# design 1

Figure 1. Gate-type map (design 1).
Drawn at 2 px/um.
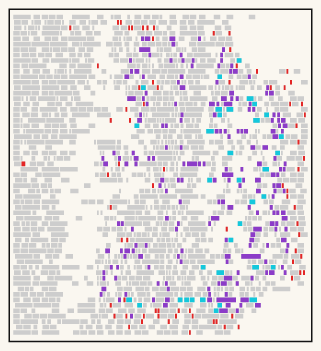

**config.mk**
```make
export PLATFORM = sky130hd
export DESIGN_NAME = smu_dribble_ctl
export DESIGN_NICKNAME = d
export VERILOG_FILES = /design/src/rtl/smu_dribble_ctl.sv
export SDC_FILE = /design/constraint.sdc
export NUM_CORES = 1
export LEC_CHECK = 0
export ABC_CLOCK_PERIOD_IN_PS = 3900
export CORE_ASPECT_RATIO = 1.1
export CORE_UTILIZATION = 40
export DETAILED_ROUTE_END_ITERATION = 6
export PLACE_DENSITY = 0.8
export SKIP_CTS_REPAIR_TIMING = 1
export SLEW_MARGIN = 20
export SYNTH_ARGS = -nofsm -noshare
export SYNTH_HDL_FRONTEND = slang
export SYNTH_SLANG_ARGS = --single-unit
```
**constraint.sdc**
```tcl
create_clock -name clk -period 3.9 [get_ports clk]
set_input_delay 1.17 -clock clk [delete_from_list [all_inputs] [get_ports clk]]
set_output_delay 1.17 -clock clk [all_outputs]
set_load 0.02 [all_outputs]
```
**src/rtl/smu_dribble_ctl.sv**
```systemverilog
// Stack-cache dribbler: spills the oldest entry when the cache is above HI_WM
// and refills one entry from memory when it drops below LO_WM.
module smu_dribble_ctl #(
    parameter int HI_WM = 48,
    parameter int LO_WM = 8
) (
    input  logic        clk,
    input  logic        reset,
    input  logic        dribble_en,
    input  logic [31:0] iu_optop,
    input  logic [31:0] fill_limit,
    input  logic        sc_bottom_wr_en,
    input  logic [31:0] sc_bottom_wr_data,
    input  logic        iu_smu_flush,
    input  logic [31:0] iu_smu_data,
    output logic [5:0]  smu_rf_addr,
    output logic        smu_we,
    output logic [31:0] smu_data,
    output logic        smu_mem_req,
    output logic        smu_mem_wr,
    output logic [31:0] smu_mem_addr,
    output logic [31:0] smu_mem_wdata,
    input  logic        mem_smu_ack,
    input  logic [31:0] mem_smu_rdata,
    output logic [31:0] smu_sc_bottom,
    output logic        smu_busy
);

    typedef enum logic [2:0] {IDLE, SP_RD, SP_REQ, FL_REQ, FL_WR} state_t;

    state_t      r_state;
    logic [31:0] r_sc_bottom;
    logic [31:0] r_spill;
    logic [31:0] r_fill;
    logic        r_cancel;
    logic        r_sp_first;

    logic [31:0] w_entries;
    logic [31:0] w_bot_up;
    logic        w_abort;
    logic        w_do_spill;
    logic        w_do_fill;
    logic        w_drop;

    assign w_entries  = (r_sc_bottom - iu_optop) >> 2;
    assign w_bot_up   = r_sc_bottom + 32'd4;
    assign w_abort    = iu_smu_flush | sc_bottom_wr_en;
    assign w_do_spill = dribble_en && (w_entries > 32'(HI_WM));
    assign w_do_fill  = dribble_en && (w_entries < 32'(LO_WM)) && (w_bot_up <= fill_limit);
    // A cancel raised in the ack cycle itself must drop the result too.
    assign w_drop     = r_cancel | w_abort;

    always_ff @(posedge clk or posedge reset) begin
        if (reset) begin
            r_state     <= IDLE;
            r_sc_bottom <= '0;
            r_spill     <= '0;
            r_fill      <= '0;
            r_cancel    <= 1'b0;
            r_sp_first  <= 1'b0;
        end else begin
            case (r_state)
                IDLE: begin
                    r_cancel <= 1'b0;
                    if (!w_abort) begin
                        if (w_do_spill)
                            r_state <= SP_RD;
                        else if (w_do_fill)
                            r_state <= FL_REQ;
                    end
                end
                SP_RD: begin
                    if (w_abort) begin
                        r_state <= IDLE;
                    end else begin
                        r_state    <= SP_REQ;
                        r_sp_first <= 1'b1;
                    end
                end
                SP_REQ: begin
                    if (r_sp_first) begin
                        r_spill    <= iu_smu_data;
                        r_sp_first <= 1'b0;
                    end
                    if (w_abort)
                        r_cancel <= 1'b1;
                    if (mem_smu_ack) begin
                        r_state  <= IDLE;
                        r_cancel <= 1'b0;
                        if (!w_drop)
                            r_sc_bottom <= r_sc_bottom - 32'd4;
                    end
                end
                FL_REQ: begin
                    if (w_abort)
                        r_cancel <= 1'b1;
                    if (mem_smu_ack) begin
                        r_fill   <= mem_smu_rdata;
                        r_cancel <= 1'b0;
                        r_state  <= w_drop ? IDLE : FL_WR;
                    end
                end
                FL_WR: begin
                    r_state <= IDLE;
                    if (!w_abort)
                        r_sc_bottom <= w_bot_up;
                end
                default: r_state <= IDLE;
            endcase
            // Privileged write overrides any operation update in the same cycle.
            if (sc_bottom_wr_en)
                r_sc_bottom <= sc_bottom_wr_data;
        end
    end

    assign smu_busy      = (r_state != IDLE);
    assign smu_sc_bottom = r_sc_bottom;
    assign smu_rf_addr   = (r_state == SP_RD) ? r_sc_bottom[7:2] :
                           (r_state == FL_WR) ? w_bot_up[7:2] : 6'd0;
    // Write enable is the one output gated by a same-cycle flush or sc_bottom write.
    assign smu_we        = (r_state == FL_WR) && !w_abort;
    assign smu_data      = (r_state == FL_WR) ? r_fill : 32'd0;
    assign smu_mem_req   = (r_state == SP_REQ) || (r_state == FL_REQ);
    assign smu_mem_wr    = (r_state == SP_REQ);
    assign smu_mem_addr  = (r_state == SP_REQ) ? r_sc_bottom :
                           (r_state == FL_REQ) ? w_bot_up : 32'd0;
    // Cache read data arrives in the first request cycle, so it is forwarded
    // until the spill register holds it.
    assign smu_mem_wdata = (r_state != SP_REQ) ? 32'd0 :
                           r_sp_first ? iu_smu_data : r_spill;

endmodule
```
# design 2

[config.mk]
export PLATFORM = sky130hd
export DESIGN_NAME = segment_transition_ctrl_flat
export DESIGN_NICKNAME = d
export VERILOG_FILES = /design/src/rtl/segment_transition_ctrl_if.sv /design/src/rtl/segment_transition_ctrl.sv /design/src/flat_wrapper.sv
export SDC_FILE = /design/constraint.sdc
export NUM_CORES = 1
export LEC_CHECK = 0
export CELL_PAD_IN_SITES_DETAIL_PLACEMENT = 0
export CELL_PAD_IN_SITES_GLOBAL_PLACEMENT = 2
export CORE_MARGIN = 3
export CORE_UTILIZATION = 30
export CTS_BUF_LIST = sky130_fd_sc_hd__clkbuf_2 sky130_fd_sc_hd__clkbuf_4 sky130_fd_sc_hd__clkbuf_8
export CTS_CLUSTER_DIAMETER = 50
export DETAILED_ROUTE_END_ITERATION = 10
export PLACE_DENSITY = 0.9
export SLEW_MARGIN = 20
export SYNTH_ARGS = -nofsm -noshare
export SYNTH_HDL_FRONTEND = slang
export SYNTH_SLANG_ARGS = --single-unit
[constraint.sdc]
create_clock -name CLK -period 9.5 [get_ports CLK]
set_clock_uncertainty 0.1 [all_clocks]
set_input_delay 0.95 -clock CLK [delete_from_list [all_inputs] [get_ports CLK]]
set_output_delay 0.95 -clock CLK [all_outputs]
set_load 0.02 [all_outputs]
[src/rtl/segment_transition_ctrl_if.sv]
// segment_transition_ctrl_if: register-file/sequencer bundle for segment_transition_ctrl (master drives requests, slave reports SEGMENT/STOP/BUSY/ERR)
interface segment_transition_ctrl_if #(
  parameter int IDX_WIDTH  = 15,
  parameter int TIME_WIDTH = 64
);
  logic                  UPDATE;
  logic                  REQ_SEGMENT;
  logic [7:0]            TRANSITION_MODE;
  logic [TIME_WIDTH-1:0] TRANSITION_TIME;
  logic [15:0]           REP0;
  logic [15:0]           REP1;
  logic [IDX_WIDTH-1:0]  IDX;
  logic                  IDX_STEP;
  logic [TIME_WIDTH-1:0] SYS_TIME;
  logic                  GPIO_IN;
  logic                  SEGMENT;
  logic                  STOP;
  logic                  BUSY;
  logic                  ERR;
  modport master (
    output UPDATE, REQ_SEGMENT, TRANSITION_MODE, TRANSITION_TIME, REP0, REP1,
           IDX, IDX_STEP, SYS_TIME, GPIO_IN,
    input  SEGMENT, STOP, BUSY, ERR
  );
  modport slave (
    input  UPDATE, REQ_SEGMENT, TRANSITION_MODE, TRANSITION_TIME, REP0, REP1,
           IDX, IDX_STEP, SYS_TIME, GPIO_IN,
    output SEGMENT, STOP, BUSY, ERR
  );
endinterface

[src/rtl/segment_transition_ctrl.sv]
// segment_transition_ctrl: schedules the double-buffered segment swap (wrap / system time / GPIO trigger) and counts repeat loops; ports CLK, RST (async high), bus (slave: UPDATE, REQ_SEGMENT, TRANSITION_MODE, TRANSITION_TIME, REP0/1, IDX, IDX_STEP, SYS_TIME, GPIO_IN in; SEGMENT, STOP, BUSY, ERR out); SEGMENT_GPIO_TRIGGER_EN enables GPIO mode
module segment_transition_ctrl #(
  parameter int IDX_WIDTH  = 15,
  parameter int TIME_WIDTH = 64
) (
  input logic                     CLK,
  input logic                     RST,
  segment_transition_ctrl_if.slave bus
);
  typedef enum logic [1:0] {RUN, WAIT_SYNC, WAIT_TIME, WAIT_GPIO} state_t;
  state_t                state, state_n, mode_state;
  logic                  seg, stop, err, pend_seg;
  logic [15:0]           cnt, pend_rep;
  logic [TIME_WIDTH-1:0] pend_time;
  logic                  wrap, trig, mode_ok, gpio_rise, accept;
`ifdef SEGMENT_GPIO_TRIGGER_EN
  // [0],[1] synchronize the pin; [2] holds the previous synchronized level for edge detection
  logic [2:0] gpio_q;
  always_ff @(posedge CLK or posedge RST)
    if (RST) gpio_q <= '0;
    else gpio_q <= {gpio_q[1:0], bus.GPIO_IN};
  assign gpio_rise = gpio_q[1] & ~gpio_q[2];
  assign mode_ok   = bus.TRANSITION_MODE <= 8'd2;
`else
  assign gpio_rise = 1'b0;
  assign mode_ok   = bus.TRANSITION_MODE <= 8'd1;
`endif
  assign wrap   = bus.IDX_STEP && bus.IDX == IDX_WIDTH'(0);
  assign accept = bus.UPDATE && mode_ok;
  always_ff @(posedge CLK or posedge RST)
    if (RST) state <= RUN;
    else state <= state_n;
  always_comb begin
    mode_state = bus.TRANSITION_MODE[1] ? WAIT_GPIO : bus.TRANSITION_MODE[0] ? WAIT_TIME : WAIT_SYNC;
    trig = (state == WAIT_SYNC && wrap) ||
           (state == WAIT_TIME && bus.SYS_TIME >= pend_time) ||
           (state == WAIT_GPIO && gpio_rise);
    // a new request latched on a trigger cycle takes priority for the next state
    state_n = accept ? mode_state : trig ? RUN : state;
  end
  always_ff @(posedge CLK or posedge RST)
    if (RST) begin
      seg       <= 1'b0;
      stop      <= 1'b0;
      err       <= 1'b0;
      cnt       <= 16'hFFFF;
      pend_seg  <= 1'b0;
      pend_rep  <= 16'hFFFF;
      pend_time <= '0;
    end else begin
      if (bus.UPDATE) err <= !mode_ok;
      if (accept) begin
        pend_seg  <= bus.REQ_SEGMENT;
        pend_rep  <= bus.REQ_SEGMENT ? bus.REP1 : bus.REP0;
        pend_time <= bus.TRANSITION_TIME;
      end
      // the switching wrap reloads the counter instead of being counted
      if (trig) begin
        seg  <= pend_seg;
        cnt  <= pend_rep;
        stop <= 1'b0;
      end else if (wrap && !stop && cnt != 16'hFFFF) begin
        if (cnt == 16'd0) stop <= 1'b1;
        else cnt <= cnt - 16'd1;
      end
    end
  assign bus.SEGMENT = seg;
  assign bus.STOP    = stop;
  assign bus.BUSY    = state != RUN;
  assign bus.ERR     = err;
endmodule

[src/flat_wrapper.sv]
// flat-port wrapper written by rule: the top's interface ports become plain ports
module segment_transition_ctrl_flat 
#(
  parameter int IDX_WIDTH  = 15,
  parameter int TIME_WIDTH = 64
)
  (CLK, RST, bus_UPDATE, bus_REQ_SEGMENT, bus_TRANSITION_MODE, bus_TRANSITION_TIME, bus_REP0, bus_REP1, bus_IDX, bus_IDX_STEP, bus_SYS_TIME, bus_GPIO_IN, bus_SEGMENT, bus_STOP, bus_BUSY, bus_ERR);
  segment_transition_ctrl_if #(.IDX_WIDTH(IDX_WIDTH), .TIME_WIDTH(TIME_WIDTH)) bus_i ();
  input logic CLK;
  input logic RST;
  input wire logic [$bits(bus_i.UPDATE)-1:0] bus_UPDATE;
  input wire logic [$bits(bus_i.REQ_SEGMENT)-1:0] bus_REQ_SEGMENT;
  input wire logic [$bits(bus_i.TRANSITION_MODE)-1:0] bus_TRANSITION_MODE;
  input wire logic [$bits(bus_i.TRANSITION_TIME)-1:0] bus_TRANSITION_TIME;
  input wire logic [$bits(bus_i.REP0)-1:0] bus_REP0;
  input wire logic [$bits(bus_i.REP1)-1:0] bus_REP1;
  input wire logic [$bits(bus_i.IDX)-1:0] bus_IDX;
  input wire logic [$bits(bus_i.IDX_STEP)-1:0] bus_IDX_STEP;
  input wire logic [$bits(bus_i.SYS_TIME)-1:0] bus_SYS_TIME;
  input wire logic [$bits(bus_i.GPIO_IN)-1:0] bus_GPIO_IN;
  output wire logic [$bits(bus_i.SEGMENT)-1:0] bus_SEGMENT;
  output wire logic [$bits(bus_i.STOP)-1:0] bus_STOP;
  output wire logic [$bits(bus_i.BUSY)-1:0] bus_BUSY;
  output wire logic [$bits(bus_i.ERR)-1:0] bus_ERR;
  assign bus_i.UPDATE = bus_UPDATE;
  assign bus_i.REQ_SEGMENT = bus_REQ_SEGMENT;
  assign bus_i.TRANSITION_MODE = bus_TRANSITION_MODE;
  assign bus_i.TRANSITION_TIME = bus_TRANSITION_TIME;
  assign bus_i.REP0 = bus_REP0;
  assign bus_i.REP1 = bus_REP1;
  assign bus_i.IDX = bus_IDX;
  assign bus_i.IDX_STEP = bus_IDX_STEP;
  assign bus_i.SYS_TIME = bus_SYS_TIME;
  assign bus_i.GPIO_IN = bus_GPIO_IN;
  assign bus_SEGMENT = bus_i.SEGMENT;
  assign bus_STOP = bus_i.STOP;
  assign bus_BUSY = bus_i.BUSY;
  assign bus_ERR = bus_i.ERR;
  segment_transition_ctrl #(.IDX_WIDTH(IDX_WIDTH), .TIME_WIDTH(TIME_WIDTH)) u_core (.CLK(CLK), .RST(RST), .bus(bus_i));
endmodule
# design 3

`config.mk`:
```
export PLATFORM = sky130hd
export DESIGN_NAME = layer_addr_gen
export DESIGN_NICKNAME = d
export VERILOG_FILES = /design/src/rtl/layer_addr_gen.sv
export SDC_FILE = /design/constraint.sdc
export NUM_CORES = 1
export LEC_CHECK = 0
export CORE_MARGIN = 2
export CORE_UTILIZATION = 50
export DETAILED_ROUTE_END_ITERATION = 8
export PLACE_DENSITY = 0.77
export SLEW_MARGIN = 10
export SYNTH_ARGS = -nofsm -noshare
export SYNTH_HDL_FRONTEND = slang
export SYNTH_SLANG_ARGS = --single-unit
export TNS_END_PERCENT = 10
```
`constraint.sdc`:
```
create_clock -name clk_25MHz -period 5.3 [get_ports clk_25MHz]
set_input_delay 0.795 -clock clk_25MHz [delete_from_list [all_inputs] [get_ports clk_25MHz]]
set_output_delay 0.795 -clock clk_25MHz [all_outputs]
set_load 0.05 [all_outputs]
```
`src/rtl/layer_addr_gen.sv`:
```
// Four-lane sprite ROM address generator with double-buffered sprite tables.
// Two-stage pipeline: hit test and offset in S1, base add / transparency select in S2.
module layer_addr_gen #(
   parameter int          SPR_W            = 32,
   parameter int          SPR_H            = 32,
   parameter logic [16:0] TRANSPARENT_ADDR = 17'h0
) (
   input  logic        clk_25MHz,
   input  logic        rst_n,
   input  logic [9:0]  h_cnt,
   input  logic [9:0]  v_cnt,
   input  logic        frame_start,
   input  logic        wr_valid,
   output logic        wr_ready,
   input  logic [1:0]  wr_idx,
   input  logic        wr_en,
   input  logic [9:0]  wr_x,
   input  logic [9:0]  wr_y,
   input  logic [16:0] wr_base,
   output logic [67:0] addr,
   output logic        addr_valid,
   output logic [3:0]  active_en
);

   localparam int SH = $clog2(SPR_W);

   logic [3:0]        pend_en_q,   pend_en_d;
   logic [3:0][9:0]   pend_x_q,    pend_x_d;
   logic [3:0][9:0]   pend_y_q,    pend_y_d;
   logic [3:0][16:0]  pend_base_q, pend_base_d;
   logic [3:0]        act_en_q,    act_en_d;
   logic [3:0][9:0]   act_x_q,     act_x_d;
   logic [3:0][9:0]   act_y_q,     act_y_d;
   logic [3:0][16:0]  act_base_q,  act_base_d;

   logic [3:0]        hit_q,  hit_d;
   logic [3:0][16:0]  base_q, base_d;
   logic [3:0][16:0]  off_q,  off_d;
   logic [3:0][16:0]  addr_q, addr_d;
   logic [1:0]        vld_q,  vld_d;
   logic              rdy_q,  rdy_d;

   logic [3:0][10:0]  rel_x, rel_y;

   assign wr_ready   = rdy_q & ~frame_start;
   assign addr       = addr_q;
   assign addr_valid = vld_q[1];
   assign active_en  = act_en_q;

   always_comb begin
      pend_en_d   = pend_en_q;
      pend_x_d    = pend_x_q;
      pend_y_d    = pend_y_q;
      pend_base_d = pend_base_q;
      act_en_d    = act_en_q;
      act_x_d     = act_x_q;
      act_y_d     = act_y_q;
      act_base_d  = act_base_q;
      if (wr_valid && wr_ready) begin
         pend_en_d[wr_idx]   = wr_en;
         pend_x_d[wr_idx]    = wr_x;
         pend_y_d[wr_idx]    = wr_y;
         pend_base_d[wr_idx] = wr_base;
      end
      // Commit copies the table as it stood before this edge; a write cannot coincide.
      if (frame_start) begin
         act_en_d   = pend_en_q;
         act_x_d    = pend_x_q;
         act_y_d    = pend_y_q;
         act_base_d = pend_base_q;
      end
   end

   always_comb begin
      rel_x  = '0;
      rel_y  = '0;
      hit_d  = '0;
      base_d = '0;
      off_d  = '0;
      addr_d = '0;
      for (int i = 0; i < 4; i++) begin
         rel_x[i]  = {1'b0, h_cnt} - {1'b0, act_x_q[i]};
         rel_y[i]  = {1'b0, v_cnt} - {1'b0, act_y_q[i]};
         hit_d[i]  = act_en_q[i] & ~rel_x[i][10] & ~rel_y[i][10]
                     & (rel_x[i] < 11'(SPR_W)) & (rel_y[i] < 11'(SPR_H));
         // Base is carried with the pixel so a commit between stages cannot mix frames.
         base_d[i] = act_base_q[i];
         off_d[i]  = (17'(rel_y[i][9:0]) << SH) + 17'(rel_x[i][9:0]);
         addr_d[i] = hit_q[i] ? base_q[i] + off_q[i] : TRANSPARENT_ADDR;
      end
      vld_d = {vld_q[0], 1'b1};
      rdy_d = 1'b1;
   end

   always_ff @(posedge clk_25MHz or negedge rst_n) begin
      if (!rst_n) begin
         pend_en_q   <= '0;
         pend_x_q    <= '0;
         pend_y_q    <= '0;
         pend_base_q <= '0;
         act_en_q    <= '0;
         act_x_q     <= '0;
         act_y_q     <= '0;
         act_base_q  <= '0;
         hit_q       <= '0;
         base_q      <= '0;
         off_q       <= '0;
         addr_q      <= {4{TRANSPARENT_ADDR}};
         vld_q       <= '0;
         rdy_q       <= 1'b0;
      end else begin
         pend_en_q   <= pend_en_d;
         pend_x_q    <= pend_x_d;
         pend_y_q    <= pend_y_d;
         pend_base_q <= pend_base_d;
         act_en_q    <= act_en_d;
         act_x_q     <= act_x_d;
         act_y_q     <= act_y_d;
         act_base_q  <= act_base_d;
         hit_q       <= hit_d;
         base_q      <= base_d;
         off_q       <= off_d;
         addr_q      <= addr_d;
         vld_q       <= vld_d;
         rdy_q       <= rdy_d;
      end
   end

endmodule

```
# design 4

[config.mk]
export PLATFORM = sky130hd
export DESIGN_NAME = f_norm_arbiter
export DESIGN_NICKNAME = d
export VERILOG_FILES = /design/src/rtl/f_norm_arbiter.sv
export SDC_FILE = /design/constraint.sdc
export NUM_CORES = 1
export LEC_CHECK = 0
export CAP_MARGIN = 20
export CELL_PAD_IN_SITES_DETAIL_PLACEMENT = 0
export CELL_PAD_IN_SITES_GLOBAL_PLACEMENT = 1
export CORE_AREA = 2 2 213 215
export CTS_BUF_LIST = sky130_fd_sc_hd__clkbuf_16
export CTS_CLUSTER_DIAMETER = 150
export CTS_CLUSTER_SIZE = 14
export DETAILED_ROUTE_END_ITERATION = 10
export DIE_AREA = 0 0 215 217
export PLACE_DENSITY = 0.8
export SLEW_MARGIN = 20
export SYNTH_ARGS = -nofsm -noshare
export SYNTH_HDL_FRONTEND = slang
export SYNTH_SLANG_ARGS = --single-unit
[constraint.sdc]
create_clock -name clk -period 18.47 [get_ports clk]
set_clock_uncertainty 0.15 [all_clocks]
set_input_delay 3.694 -clock clk [delete_from_list [all_inputs] [get_ports clk]]
set_output_delay 3.694 -clock clk [all_outputs]
set_load 0.01 [all_outputs]
[src/rtl/f_norm_arbiter.sv]
`default_nettype none
// ============================================================================
// Module   : f_norm_arbiter
// Brief    : Shares one f_normal back-end among the FP adder (src 0), the
//            multiplier (src 1) and the divider (src 2). Each source has a
//            one-entry buffer. Buffered ops are arbitrated round-robin and
//            tagged through info as {tag, src, valid}. Normalized results
//            are steered back by their src field. The block also counts
//            in-flight ops so drain and idle can be detected.
// Config   : F_NORM_ARB_DIV_PRIO_EN - when defined, the divider slot has
//            absolute priority. Round-robin then runs only between src 0
//            and src 1.
// Revision : 1.0 - initial release
// ============================================================================
module f_norm_arbiter #(
  parameter  int TAG_W  = 5,
  localparam int INFO_W = TAG_W + 3
) (
  input  logic                clk,
  input  logic                resetn,
  input  logic                flush,
  input  logic [2:0]          req_valid,
  output logic [2:0]          req_ready,
  input  logic [3*13-1:0]     req_exp,
  input  logic [3*108-1:0]    req_frac,
  input  logic [2:0]          req_signed,
  input  logic [2:0]          req_sign,
  input  logic [2:0]          req_invalid,
  input  logic [3*TAG_W-1:0]  req_tag,
  output logic                nm_wait,
  output logic                nm_flush,
  output logic [12:0]         nm_exp,
  output logic [107:0]        nm_frac,
  output logic                nm_signed,
  output logic                nm_sign,
  output logic                nm_invalid,
  output logic [INFO_W-1:0]   nm_info,
  input  logic [INFO_W-1:0]   nm_info_out,
  output logic                res_valid,
  output logic [1:0]          res_src,
  output logic [TAG_W-1:0]    res_tag,
  input  logic                res_ready,
  output logic [1:0]          inflight,
  output logic                idle
);

  localparam int c_NSRC   = 3;
  localparam int c_EXP_W  = 13;
  localparam int c_FRAC_W = 108;

  // Per-source request slots
  logic [c_NSRC-1:0]   r_slot_full;
  logic [c_EXP_W-1:0]  r_exp    [c_NSRC];
  logic [c_FRAC_W-1:0] r_frac   [c_NSRC];
  logic [c_NSRC-1:0]   r_signed;
  logic [c_NSRC-1:0]   r_sign;
  logic [c_NSRC-1:0]   r_invalid;
  logic [TAG_W-1:0]    r_tag    [c_NSRC];

  logic [1:0]          r_rr;
  logic [1:0]          r_inflight;

  logic [2:0]          w_pick;       // {hit, index}
  logic [2:0]          w_grant;
  logic                w_grant_any;
  logic [1:0]          w_grant_src;
  logic [1:0]          w_rr_next;
  logic [2:0]          w_accept;
  logic                w_consume;

  // Find the first full slot, searching in the order p0, p1, p2.
  function automatic logic [2:0] f_pick(input logic [2:0] full,
                                        input logic [1:0] p0,
                                        input logic [1:0] p1,
                                        input logic [1:0] p2);
    if (full[p0]) return {1'b1, p0};
    if (full[p1]) return {1'b1, p1};
    if (full[p2]) return {1'b1, p2};
    return 3'b000;
  endfunction

  // The result side is gated by flush, so flushed ops are never reported.
  assign res_valid = nm_info_out[0] & ~flush;
  assign res_src   = nm_info_out[2:1];
  assign res_tag   = nm_info_out[INFO_W-1:3];
  assign w_consume = res_valid & res_ready;
  assign nm_wait   = res_valid & ~res_ready;
  assign nm_flush  = flush;

  // A granted slot can refill in the same cycle. Nothing is accepted while flushing.
  assign req_ready = {c_NSRC{~flush}} & (~r_slot_full | w_grant);
  assign w_accept  = req_valid & req_ready;

  assign inflight  = r_inflight;
  assign idle      = ~|r_slot_full & (r_inflight == 2'd0);

  // Arbitration uses only slot state, rr and stall, so no path runs from req_valid to req_ready.
  always_comb begin
    w_pick      = 3'b000;
    w_grant     = 3'b000;
    w_grant_any = 1'b0;
    w_grant_src = 2'd0;
    w_rr_next   = r_rr;
`ifdef F_NORM_ARB_DIV_PRIO_EN
    if (r_slot_full[2]) begin
      w_pick = 3'b110;
    end else if (r_rr == 2'd0) begin
      w_pick = f_pick({1'b0, r_slot_full[1:0]}, 2'd0, 2'd1, 2'd2);
    end else begin
      w_pick = f_pick({1'b0, r_slot_full[1:0]}, 2'd1, 2'd0, 2'd2);
    end
`else
    case (r_rr)
      2'd0:    w_pick = f_pick(r_slot_full, 2'd0, 2'd1, 2'd2);
      2'd1:    w_pick = f_pick(r_slot_full, 2'd1, 2'd2, 2'd0);
      default: w_pick = f_pick(r_slot_full, 2'd2, 2'd0, 2'd1);
    endcase
`endif
    // A stall blocks the grant. So does a flush, which squashes it.
    if (w_pick[2] && !nm_wait && !flush) begin
      w_grant_any = 1'b1;
      w_grant_src = w_pick[1:0];
      w_grant     = 3'b001 << w_pick[1:0];
`ifdef F_NORM_ARB_DIV_PRIO_EN
      // A divider grant leaves the 0/1 rotation untouched.
      w_rr_next   = (w_pick[1:0] == 2'd2) ? r_rr : {1'b0, ~w_pick[0]};
`else
      w_rr_next   = (w_pick[1:0] == 2'd2) ? 2'd0 : w_pick[1:0] + 2'd1;
`endif
    end
  end

  // Drive the f_normal operand inputs from the granted slot.
  always_comb begin
    nm_exp     = r_exp[0];
    nm_frac    = r_frac[0];
    nm_signed  = r_signed[0];
    nm_sign    = r_sign[0];
    nm_invalid = r_invalid[0];
    nm_info    = {r_tag[0], w_grant_src, w_grant_any};
    case (w_grant_src)
      2'd1: begin
        nm_exp     = r_exp[1];
        nm_frac    = r_frac[1];
        nm_signed  = r_signed[1];
        nm_sign    = r_sign[1];
        nm_invalid = r_invalid[1];
        nm_info    = {r_tag[1], w_grant_src, w_grant_any};
      end
      2'd2: begin
        nm_exp     = r_exp[2];
        nm_frac    = r_frac[2];
        nm_signed  = r_signed[2];
        nm_sign    = r_sign[2];
        nm_invalid = r_invalid[2];
        nm_info    = {r_tag[2], w_grant_src, w_grant_any};
      end
      default: ;
    endcase
  end

  // Slot occupancy: set on accept, cleared on grant. Reset and flush empty all slots.
  always_ff @(posedge clk) begin
    if (!resetn || flush) begin
      r_slot_full <= '0;
    end else begin
      r_slot_full <= w_accept | (r_slot_full & ~w_grant);
    end
  end

  // Slot payload: capture operands on accept. Payload is only read while its slot is full.
  always_ff @(posedge clk) begin
    for (int i = 0; i < c_NSRC; i++) begin
      if (w_accept[i]) begin
        r_exp[i]     <= req_exp[i*c_EXP_W +: c_EXP_W];
        r_frac[i]    <= req_frac[i*c_FRAC_W +: c_FRAC_W];
        r_signed[i]  <= req_signed[i];
        r_sign[i]    <= req_sign[i];
        r_invalid[i] <= req_invalid[i];
        r_tag[i]     <= req_tag[i*TAG_W +: TAG_W];
      end
    end
  end

  // Round-robin pointer: advances past the winner and keeps its value through flush.
  always_ff @(posedge clk) begin
    if (!resetn) begin
      r_rr <= 2'd0;
    end else if (w_grant_any) begin
      r_rr <= w_rr_next;
    end
  end

  // In-flight count: +1 on grant, -1 on consume, cleared by flush.
  always_ff @(posedge clk) begin
    if (!resetn || flush) begin
      r_inflight <= 2'd0;
    end else begin
      case ({w_grant_any, w_consume})
        2'b10:   r_inflight <= r_inflight + 2'd1;
        2'b01:   r_inflight <= r_inflight - 2'd1;
        default: r_inflight <= r_inflight;
      endcase
    end
  end

endmodule
`default_nettype wire

Figure 2. Wires at chosen ports, followed through buffers (design 3).
Drawn at 2 px/um.
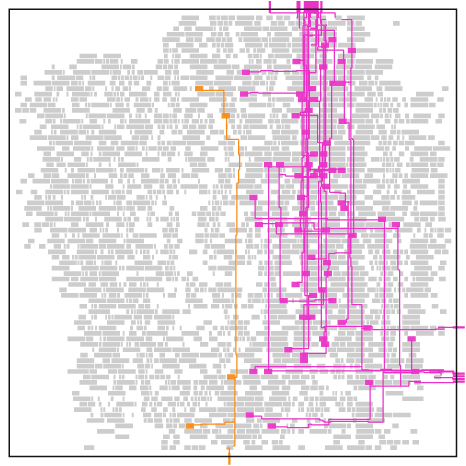
legend:
  wr_en:
    colour: orange
    bits: 1
    direction: input
    end_cells: 4
    buffers: 1
    wire: 233 um
  wr_base:
    colour: magenta
    bits: 17
    direction: input
    end_cells: 68
    buffers: 17
    wire: 3280 um

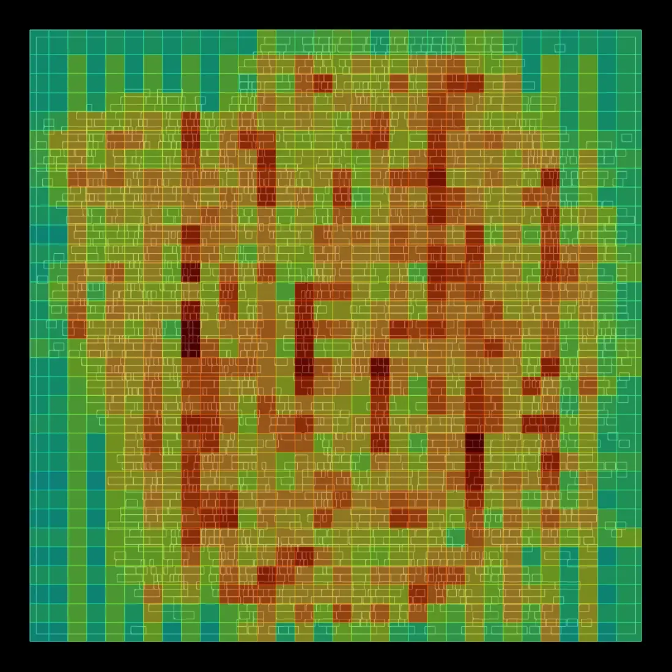
Figure 3: design 3, routing congestion map.
overall fraction of global-route tracks in use: 0.237
most used routing layer in global routing: met2
global routing usage on met1: 0.323
routing usage on met3: 0.0336

==> flow.log, design 3 <==
[flow] collecting metrics
[metrics] GR Util met2: 0.386
[metrics] number of buffers and inverters on the critical path: 5
[metrics] most used standard cells in the synthesized netlist: dfrtp_1 (510), mux2_2 (233), ha_1 (156)
[metrics] f_max: ~0.25 GHz
[metrics] Worst-Skew Late Latency: between 0.6 and 0.7 ns
[metrics] CP required: 5.79 ns
[metrics] TritonCTS clock tree: done
[metrics] most numerous logic cell after layout: dfrtp_1
[metrics] dominant kind of combinational cell: multiplexers
[metrics] cells along the critical path: clkdlybuf4s50_1 -> inv_1 -> ha_1 -> inv_1 -> fa_1 -> a211oi_2 -> o21bai_1 -> a21oi_1 -> xnor2_1 -> inv_1 -> fa_1 -> inv_1 -> a21oi_1 -> maj3_1 -> maj3_1 -> nor2_1 -> xnor2_1
[metrics] Min-Delay Path Class: input pin to async pin
[metrics] cell type group with the largest total delay on the critical path: adder cells
[metrics] Chip Footprint: slightly below 0.05 mm^2
[metrics] sequential-to-total area share from yosys stat: 0.533
[metrics] number of setup buffers added after CTS: 0
[metrics] row count: approximately 80
[metrics] worst hold slack after final layout: about 0.27 ns
[metrics] area figure in the yosys stat output: 0.0240 mm^2
[metrics] run status: finished clean
[metrics] Clock Skew: approximately 0.034 ns
[metrics] fraction of layout cells with a size suffix above 1: 0.166
[metrics] Worst Setup Slack, final: between 1 and 1.5 ns
[metrics] number of buffers inserted during clock tree synthesis: approximately 52
[metrics] leading power group: registers
design 3: state kept, by name (all words and copies together) (netlist names):
| name | flops |
|---|---|
| act_y_q | 40 |
| pend_en_q | 4 |
| pend_base_q | 68 |
| hit_q | 4 |
| off_q | 64 |
| vld_q | 2 |
| act_x_q | 40 |
| addr | 68 |
| base_q | 68 |
| pend_x_q | 40 |
| act_base_q | 68 |
| pend_y_q | 40 |
| active_en | 4 |
design 3: path summary, 6_finish.rpt:
kind,startpoint,endpoint,slack [ns],depth (start not counted)
worst max-delay path,h_cnt[0],off_q[28],1.28,17
worst min-delay path,rst_n,act_x_q[28],0.27,1
worst max register to register,act_x_q[10],off_q[28],1.70,15
worst min register to register,act_base_q[51],base_q[51],0.36,0
max in group asynchronous,rst_n,active_en[1],3.81,2
min in group clk_25MHz,act_base_q[51],base_q[51],0.36,0
design 3: final cells by class:
cell class                 instances  area [um^2]
clock inverter                    23          343
inverter                         143          537
sequential                       510        12800
clock buffer                      71         1440
timing repair buffer             154         1540
tap                              615          769
fill                            3744        19600
multi-input combinational       1284        10500
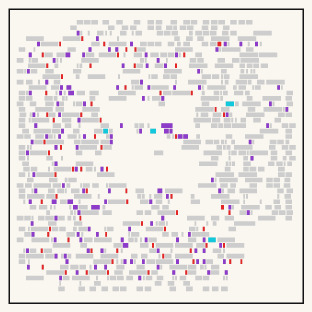
Figure 4: design 2, gate-type map.
Drawn at 2 px/um.
legend:
  non-inverting ao/oa cells:
    colour: cyan
    cells: 4
  aoi and oai cells:
    colour: purple
    cells: 132
    most_used: o21ai_0
    where: widely spread
  inv cells:
    colour: red
    cells: 70
    most_used: inv_1

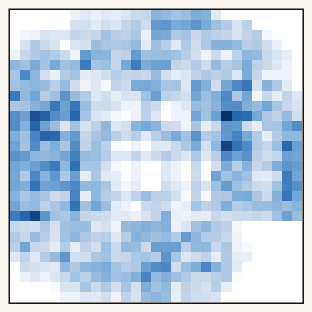
Figure 5: design 2, wiring heat map.
Drawn at 2 px/um. 29 x 29 tiles, from white (low) to dark blue (high), scaled to the fullest tile. Values are wire area over tile area, all layers added.
fullest tile: 0.38
densest ninth of the die: left middle
mean over tiles: 0.11
emptiest ninth of the die: bottom right
tiles over half the peak: 15%
nearly empty tiles: 13%

==> flow.log, design 2 <==
[flow] collecting metrics
[metrics] number of buffers inserted during clock tree synthesis: 9
[metrics] number of setup buffers added after CTS: 0
[metrics] top cell type's share of synthesized area: 0.297
[metrics] antenna violations before repair: 0
[metrics] global routing usage on met1: 0.171
[metrics] Critical Path Start Type: input pin
[metrics] PnR Total Power: approximately 0.0012 W
[metrics] detailed-routing iteration count for the pre-antenna-repair pass: 4
[metrics] Layout clock area frac: 0.0239
[metrics] pre-CTS setup slack: 5.55 ns
[metrics] HPWL Detailed: around 11000 um
[metrics] Post-synth ARST share: 1.00
[metrics] number of max-slew violations in the final report: 0
[metrics] most used standard cells in the synthesized netlist: nand2_1 (113), o21ai_0 (87), dfrtp_1 (70), inv_1 (70), ha_1 (67)
[metrics] synthesized instance count: 630
[metrics] most numerous logic cell after layout: clkdlybuf4s50_1
[metrics] total number of multi-input combinational cells: between 400 and 500
[metrics] sort of element at the end of the critical path: flip-flop
[metrics] Tap Count: ~260
[metrics] run status: finished clean
[metrics] largest voltage drop on the vdd net: about 0.000076 V
design 2: worst max-delay path: cells and delay by family:
kind                       cells  cell delay (ns)
adders and majority gates      1             0.27
and+or+nand+nor                1             0.14
buffers and inverters          2             0.50
AOI/OAI and AO/OA              5             1.46
muxes                          1             0.37
design 2: state kept, by name, indices dropped and copies added, names as in the netlist:
| signal | count |
|---|---|
| u_core.cnt | 16 |
| u_core.pend_seg | 1 |
| u_core.bus.ERR | 1 |
| u_core.pend_rep | 16 |
| u_core.pend_time | 64 |
| u_core.bus.STOP | 1 |
| u_core.state | 2 |
| u_core.bus.SEGMENT | 1 |
design 2: kinds of logic (layout without fill, tap and decap cells):
kind of cell	after synthesis	count (layout)	share of synthesized area
adder cells (fa/ha/maj)	67	67	0.142
multiplexers	34	34	0.0613
buffers and inverters	91	281	0.0598
AND/OR/NAND/NOR	185	185	0.148
XOR/XNOR	15	15	0.0223
AND-OR/OR-AND	136	136	0.127
flip-flops	102	102	0.440
design 2: per-layer routing:
layer	routed length, um	vias to the layer above
met3	1070	14
met5	0	-
met1	6390	2198
met2	7000	118
li1	-	2521
met4	201	0
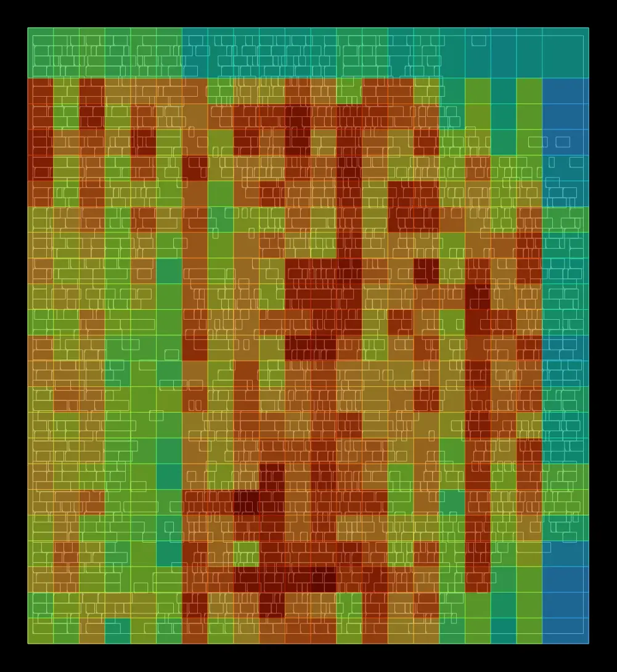
Figure 6: design 1, routing congestion map.
Routed wire per std cell: 19.0 um
GR Util met2: 0.494

About Figure 1:
legend:
  aoi and oai cells:
    colour: purple
    cells: 200
    most_used: a21oi_1
  non-inverting ao/oa cells:
    colour: cyan
    cells: 35
  inv cells:
    colour: red
    cells: 76
    most_used: inv_1
    where: widely spread

==> flow.log, design 1 <==
[flow] collecting metrics
[metrics] Worst Setup Slack, final: -0.0640 ns
[metrics] total I/O pin count: 304
[metrics] Worst-path clk slew: around 0.070 ns
[metrics] Synthesized Nets: between 1000 and 1500
[metrics] TritonCTS clock tree: done
[metrics] cells along the critical path: clkdlybuf4s50_1 -> inv_1 -> ha_1 -> a211oi_1 -> o211ai_1 -> a21boi_0 -> o21ai_0 -> a21oi_1 -> mux2i_1 -> nor4_1 -> nand4_1 -> o21ai_0 -> a311oi_2
[metrics] most numerous logic cell after layout: clkdlybuf4s50_1
[metrics] PnR Total Power: approximately 0.004 W
[metrics] run status: finished, violations left
[metrics] via count of the first global-routing pass: between 10000 and 15000
[metrics] final cycle utilization of the critical path: 1.02
[metrics] worst reg2reg path startpoint: smu_sc_bottom[2]
[metrics] violations in the final reports: setup timing
[metrics] final setup fails: 2
[metrics] endpoint of the most critical register-to-register path: r_state[0]
[metrics] synthesized instance count: 1217
[metrics] Netlist Area Pre-Place: 0.00970 mm^2
[metrics] footprint of the flip-flops and latches: between 0.002 and 0.003 mm^2
[metrics] static power due to leakage: approximately 7 nW
[metrics] fraction of power consumed by sequential logic: 0.326
[metrics] clock network fraction of total power: 0.216
==> design 1: final cells by class <==
cell class / instances / share of cell area
multi-input combinational: 949 / 0.461
timing repair buffer: 489 / 0.303
sequential: 101 / 0.172
tap: 305 / 0.0259
inverter: 76 / 0.0195
clock buffer: 9 / 0.0153
clock inverter: 6 / 0.00365
antenna: 1 / 0.000170
==> design 1: routing by layer <==
metal / GRT usage / up-vias / share of wire
li1: - / 5088 / -
met1: 0.332 / 5091 / 0.38
met2: 0.494 / 469 / 0.48
met3: 0.0750 / 102 / 0.087
met4: 0.147 / 0 / 0.046
met5: 0 / - / 0
==> design 1: power groups by stage <==
stage	sequential (W)	combinational [W]	clock (W)
3_5_place_dp	0.00135	0.00180	0
6_report	0.00134	0.00187	0.000886
3_3_place_gp	0.00134	0.00177	0
4_1_cts	0.00133	0.00181	0.000910
5_1_grt	0.00136	0.00202	0.000933
2_1_floorplan	0.00134	0.000979	0
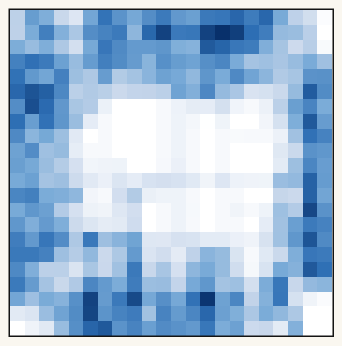
Figure 7: design 4, wiring heat map.
Drawn at 1.5 px/um. 22 x 22 tiles, from white (low) to dark blue (high), scaled to the fullest tile. Values are wire area over tile area, all layers added.
fullest tile: 0.41
nearly empty tiles: 8.7%
tiles over half the peak: 36%
emptiest ninth of the die: middle
mean over tiles: 0.15

==> flow.log, design 4 <==
[flow] collecting metrics
[metrics] run status: finished clean
[metrics] die x size: approximately 220 um
[metrics] Post-synth ARST share: 0
[metrics] setup slack of the most critical reg-to-reg path: between 10 and 15 ns
[metrics] Least-Margin Pin Slew: roughly 0.93 ns
[metrics] longest individual stage delay on the worst path: about 0.75 ns
[metrics] number of buffers inserted during clock tree synthesis: 34
[metrics] Compound Share, Synth: 0.120
[metrics] CP required: roughly 15 ns
[metrics] most used standard cells in the synthesized netlist: edfxtp_1 (387), o21ai_0 (133), nand2_1 (131)
[metrics] pre-CTS setup slack: approximately 6.1 ns
[metrics] Ys Warns: 0
[metrics] yosys cell count: approximately 900
[metrics] Power Clock: 0.000642 W
[metrics] Crit Path Class: input pin to primary output
[metrics] Max clock buf depth: 3
[metrics] cell type group with the largest total delay on the critical path: buffers and inverters
[metrics] post-cts gate resize count: 0
[metrics] sort of element at the end of the critical path: primary output
[metrics] layout clock buffer count: 34
[metrics] number of DRC violations after detailed routing: 0
[metrics] Simple-Gate Area Share: 0.0448
==> design 4: cells in the final DEF (no fill, tap or decap), types with 3 or more instances in the layout <==
cell type	instances
diode_2	3
edfxtp_1	387
nor2_1	4
a21oi_1	4
a22oi_1	129
nor2b_1	5
inv_1	7
clkdlybuf4s50_1	535
buf_4	10
dfxtp_1	7
nand2_1	131
clkbuf_16	34
o21ai_0	133
nand2b_1	3
==> design 4: sequential cells by signal, summed over array words and instances (netlist names), 3 cells and up <==
register	cells
r_frac	324
r_exp	39
r_tag	15
r_invalid	3
r_sign	3
r_signed	3
r_slot_full	3
==> design 4: path summary, 6_finish.rpt <==
kind,endpoint,start,depth (start not counted)
hold reg to reg,inflight[1],inflight[1],2
hold / removal,inflight[1],inflight[1],2
setup / recovery,nm_frac[18],flush,10
setup reg to reg,r_frac[0][271],r_slot_full[2],6
==> design 4: layer usage <==
layer,up-vias,part of all wire,global-route usage
li1,4502,-,-
met1,4842,0.39,0.215
met2,395,0.50,0.312
met3,96,0.072,0.0513
met4,4,0.034,0.0678
met5,-,0.00062,0


==> layout pictures side by side <==
Wires at chosen ports, followed through buffers.
Plate I
Drawn at 3 px/um.
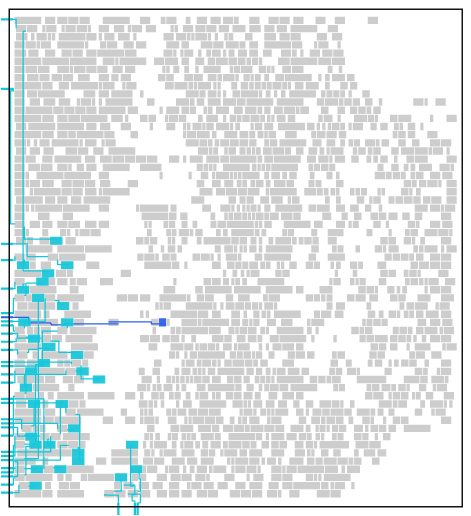
Plate II
Drawn at 2 px/um.
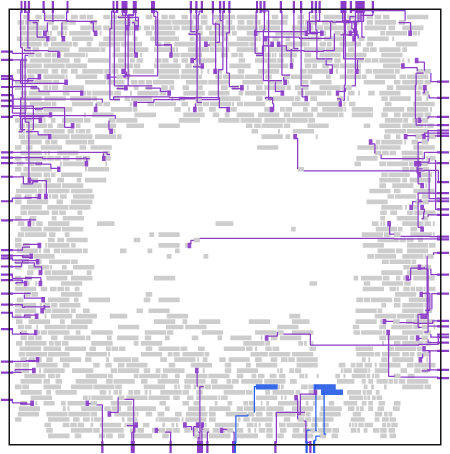
Plate III
Drawn at 3 px/um.
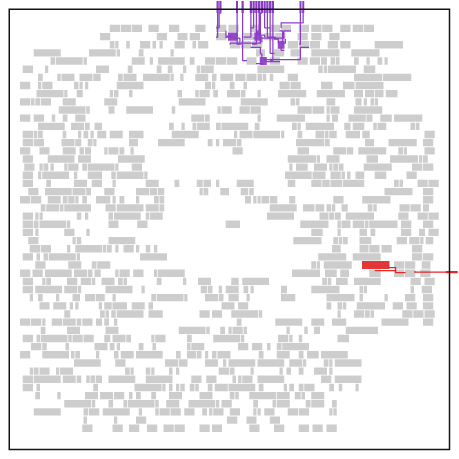
Of these, fewest cells: Plate III
Of these, largest die: Plate II
design 2 -> Plate III
design 4 -> Plate II
design 1 -> Plate I

Key to Plate I:
legend:
  smu_busy:
    colour: blue
    bits: 1
    direction: output
    end_cells: 1
    buffers: 1
    wire: 58.8 um
  mem_smu_rdata:
    colour: cyan
    bits: 32
    direction: input
    end_cells: 32
    buffers: 32
    wire: 776 um


## Gallery

Clock network drawn from the DEF.
(a)
Drawn at 2 px/um.
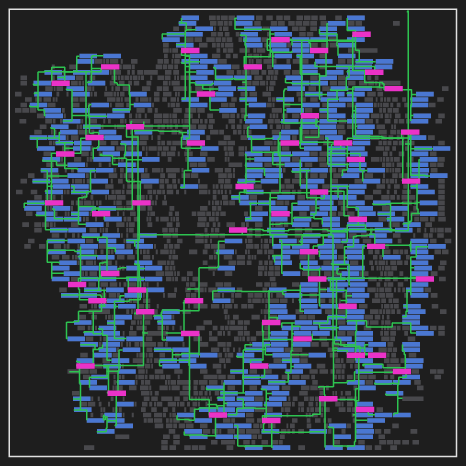
(b)
Drawn at 2 px/um.
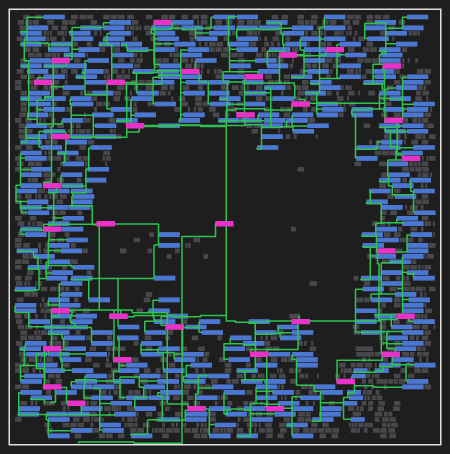
(c)
Drawn at 3 px/um.
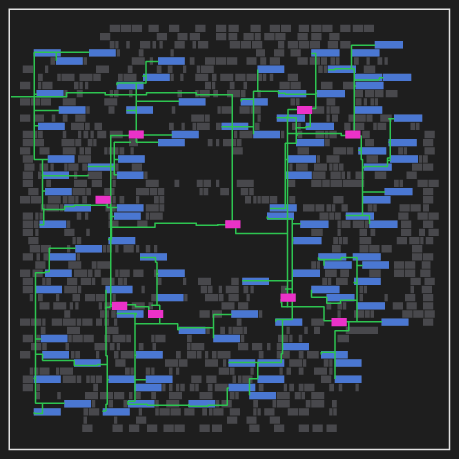
(d)
Drawn at 3 px/um.
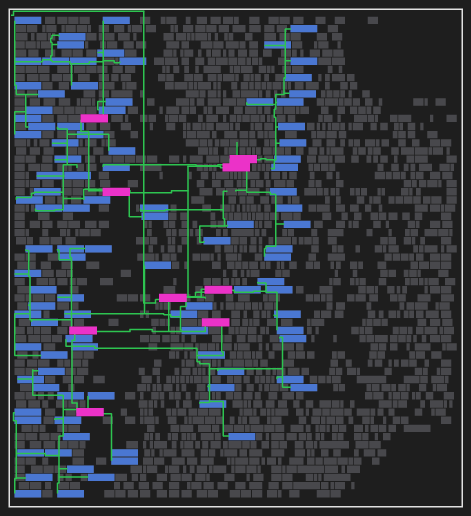
- design 2 = (c)
- design 1 = (d)
- design 4 = (b)
- design 3 = (a)
Of these, smallest die: (c)

Key to (d):
legend:
  clock wires:
    colour: green
    length: 1490 um
  clock-net drivers:
    colour: magenta
    count: 9
  flip-flops:
    colour: blue
    count: 101
routed clock nets: 10

Power is estimated from default activity; no workload was simulated.
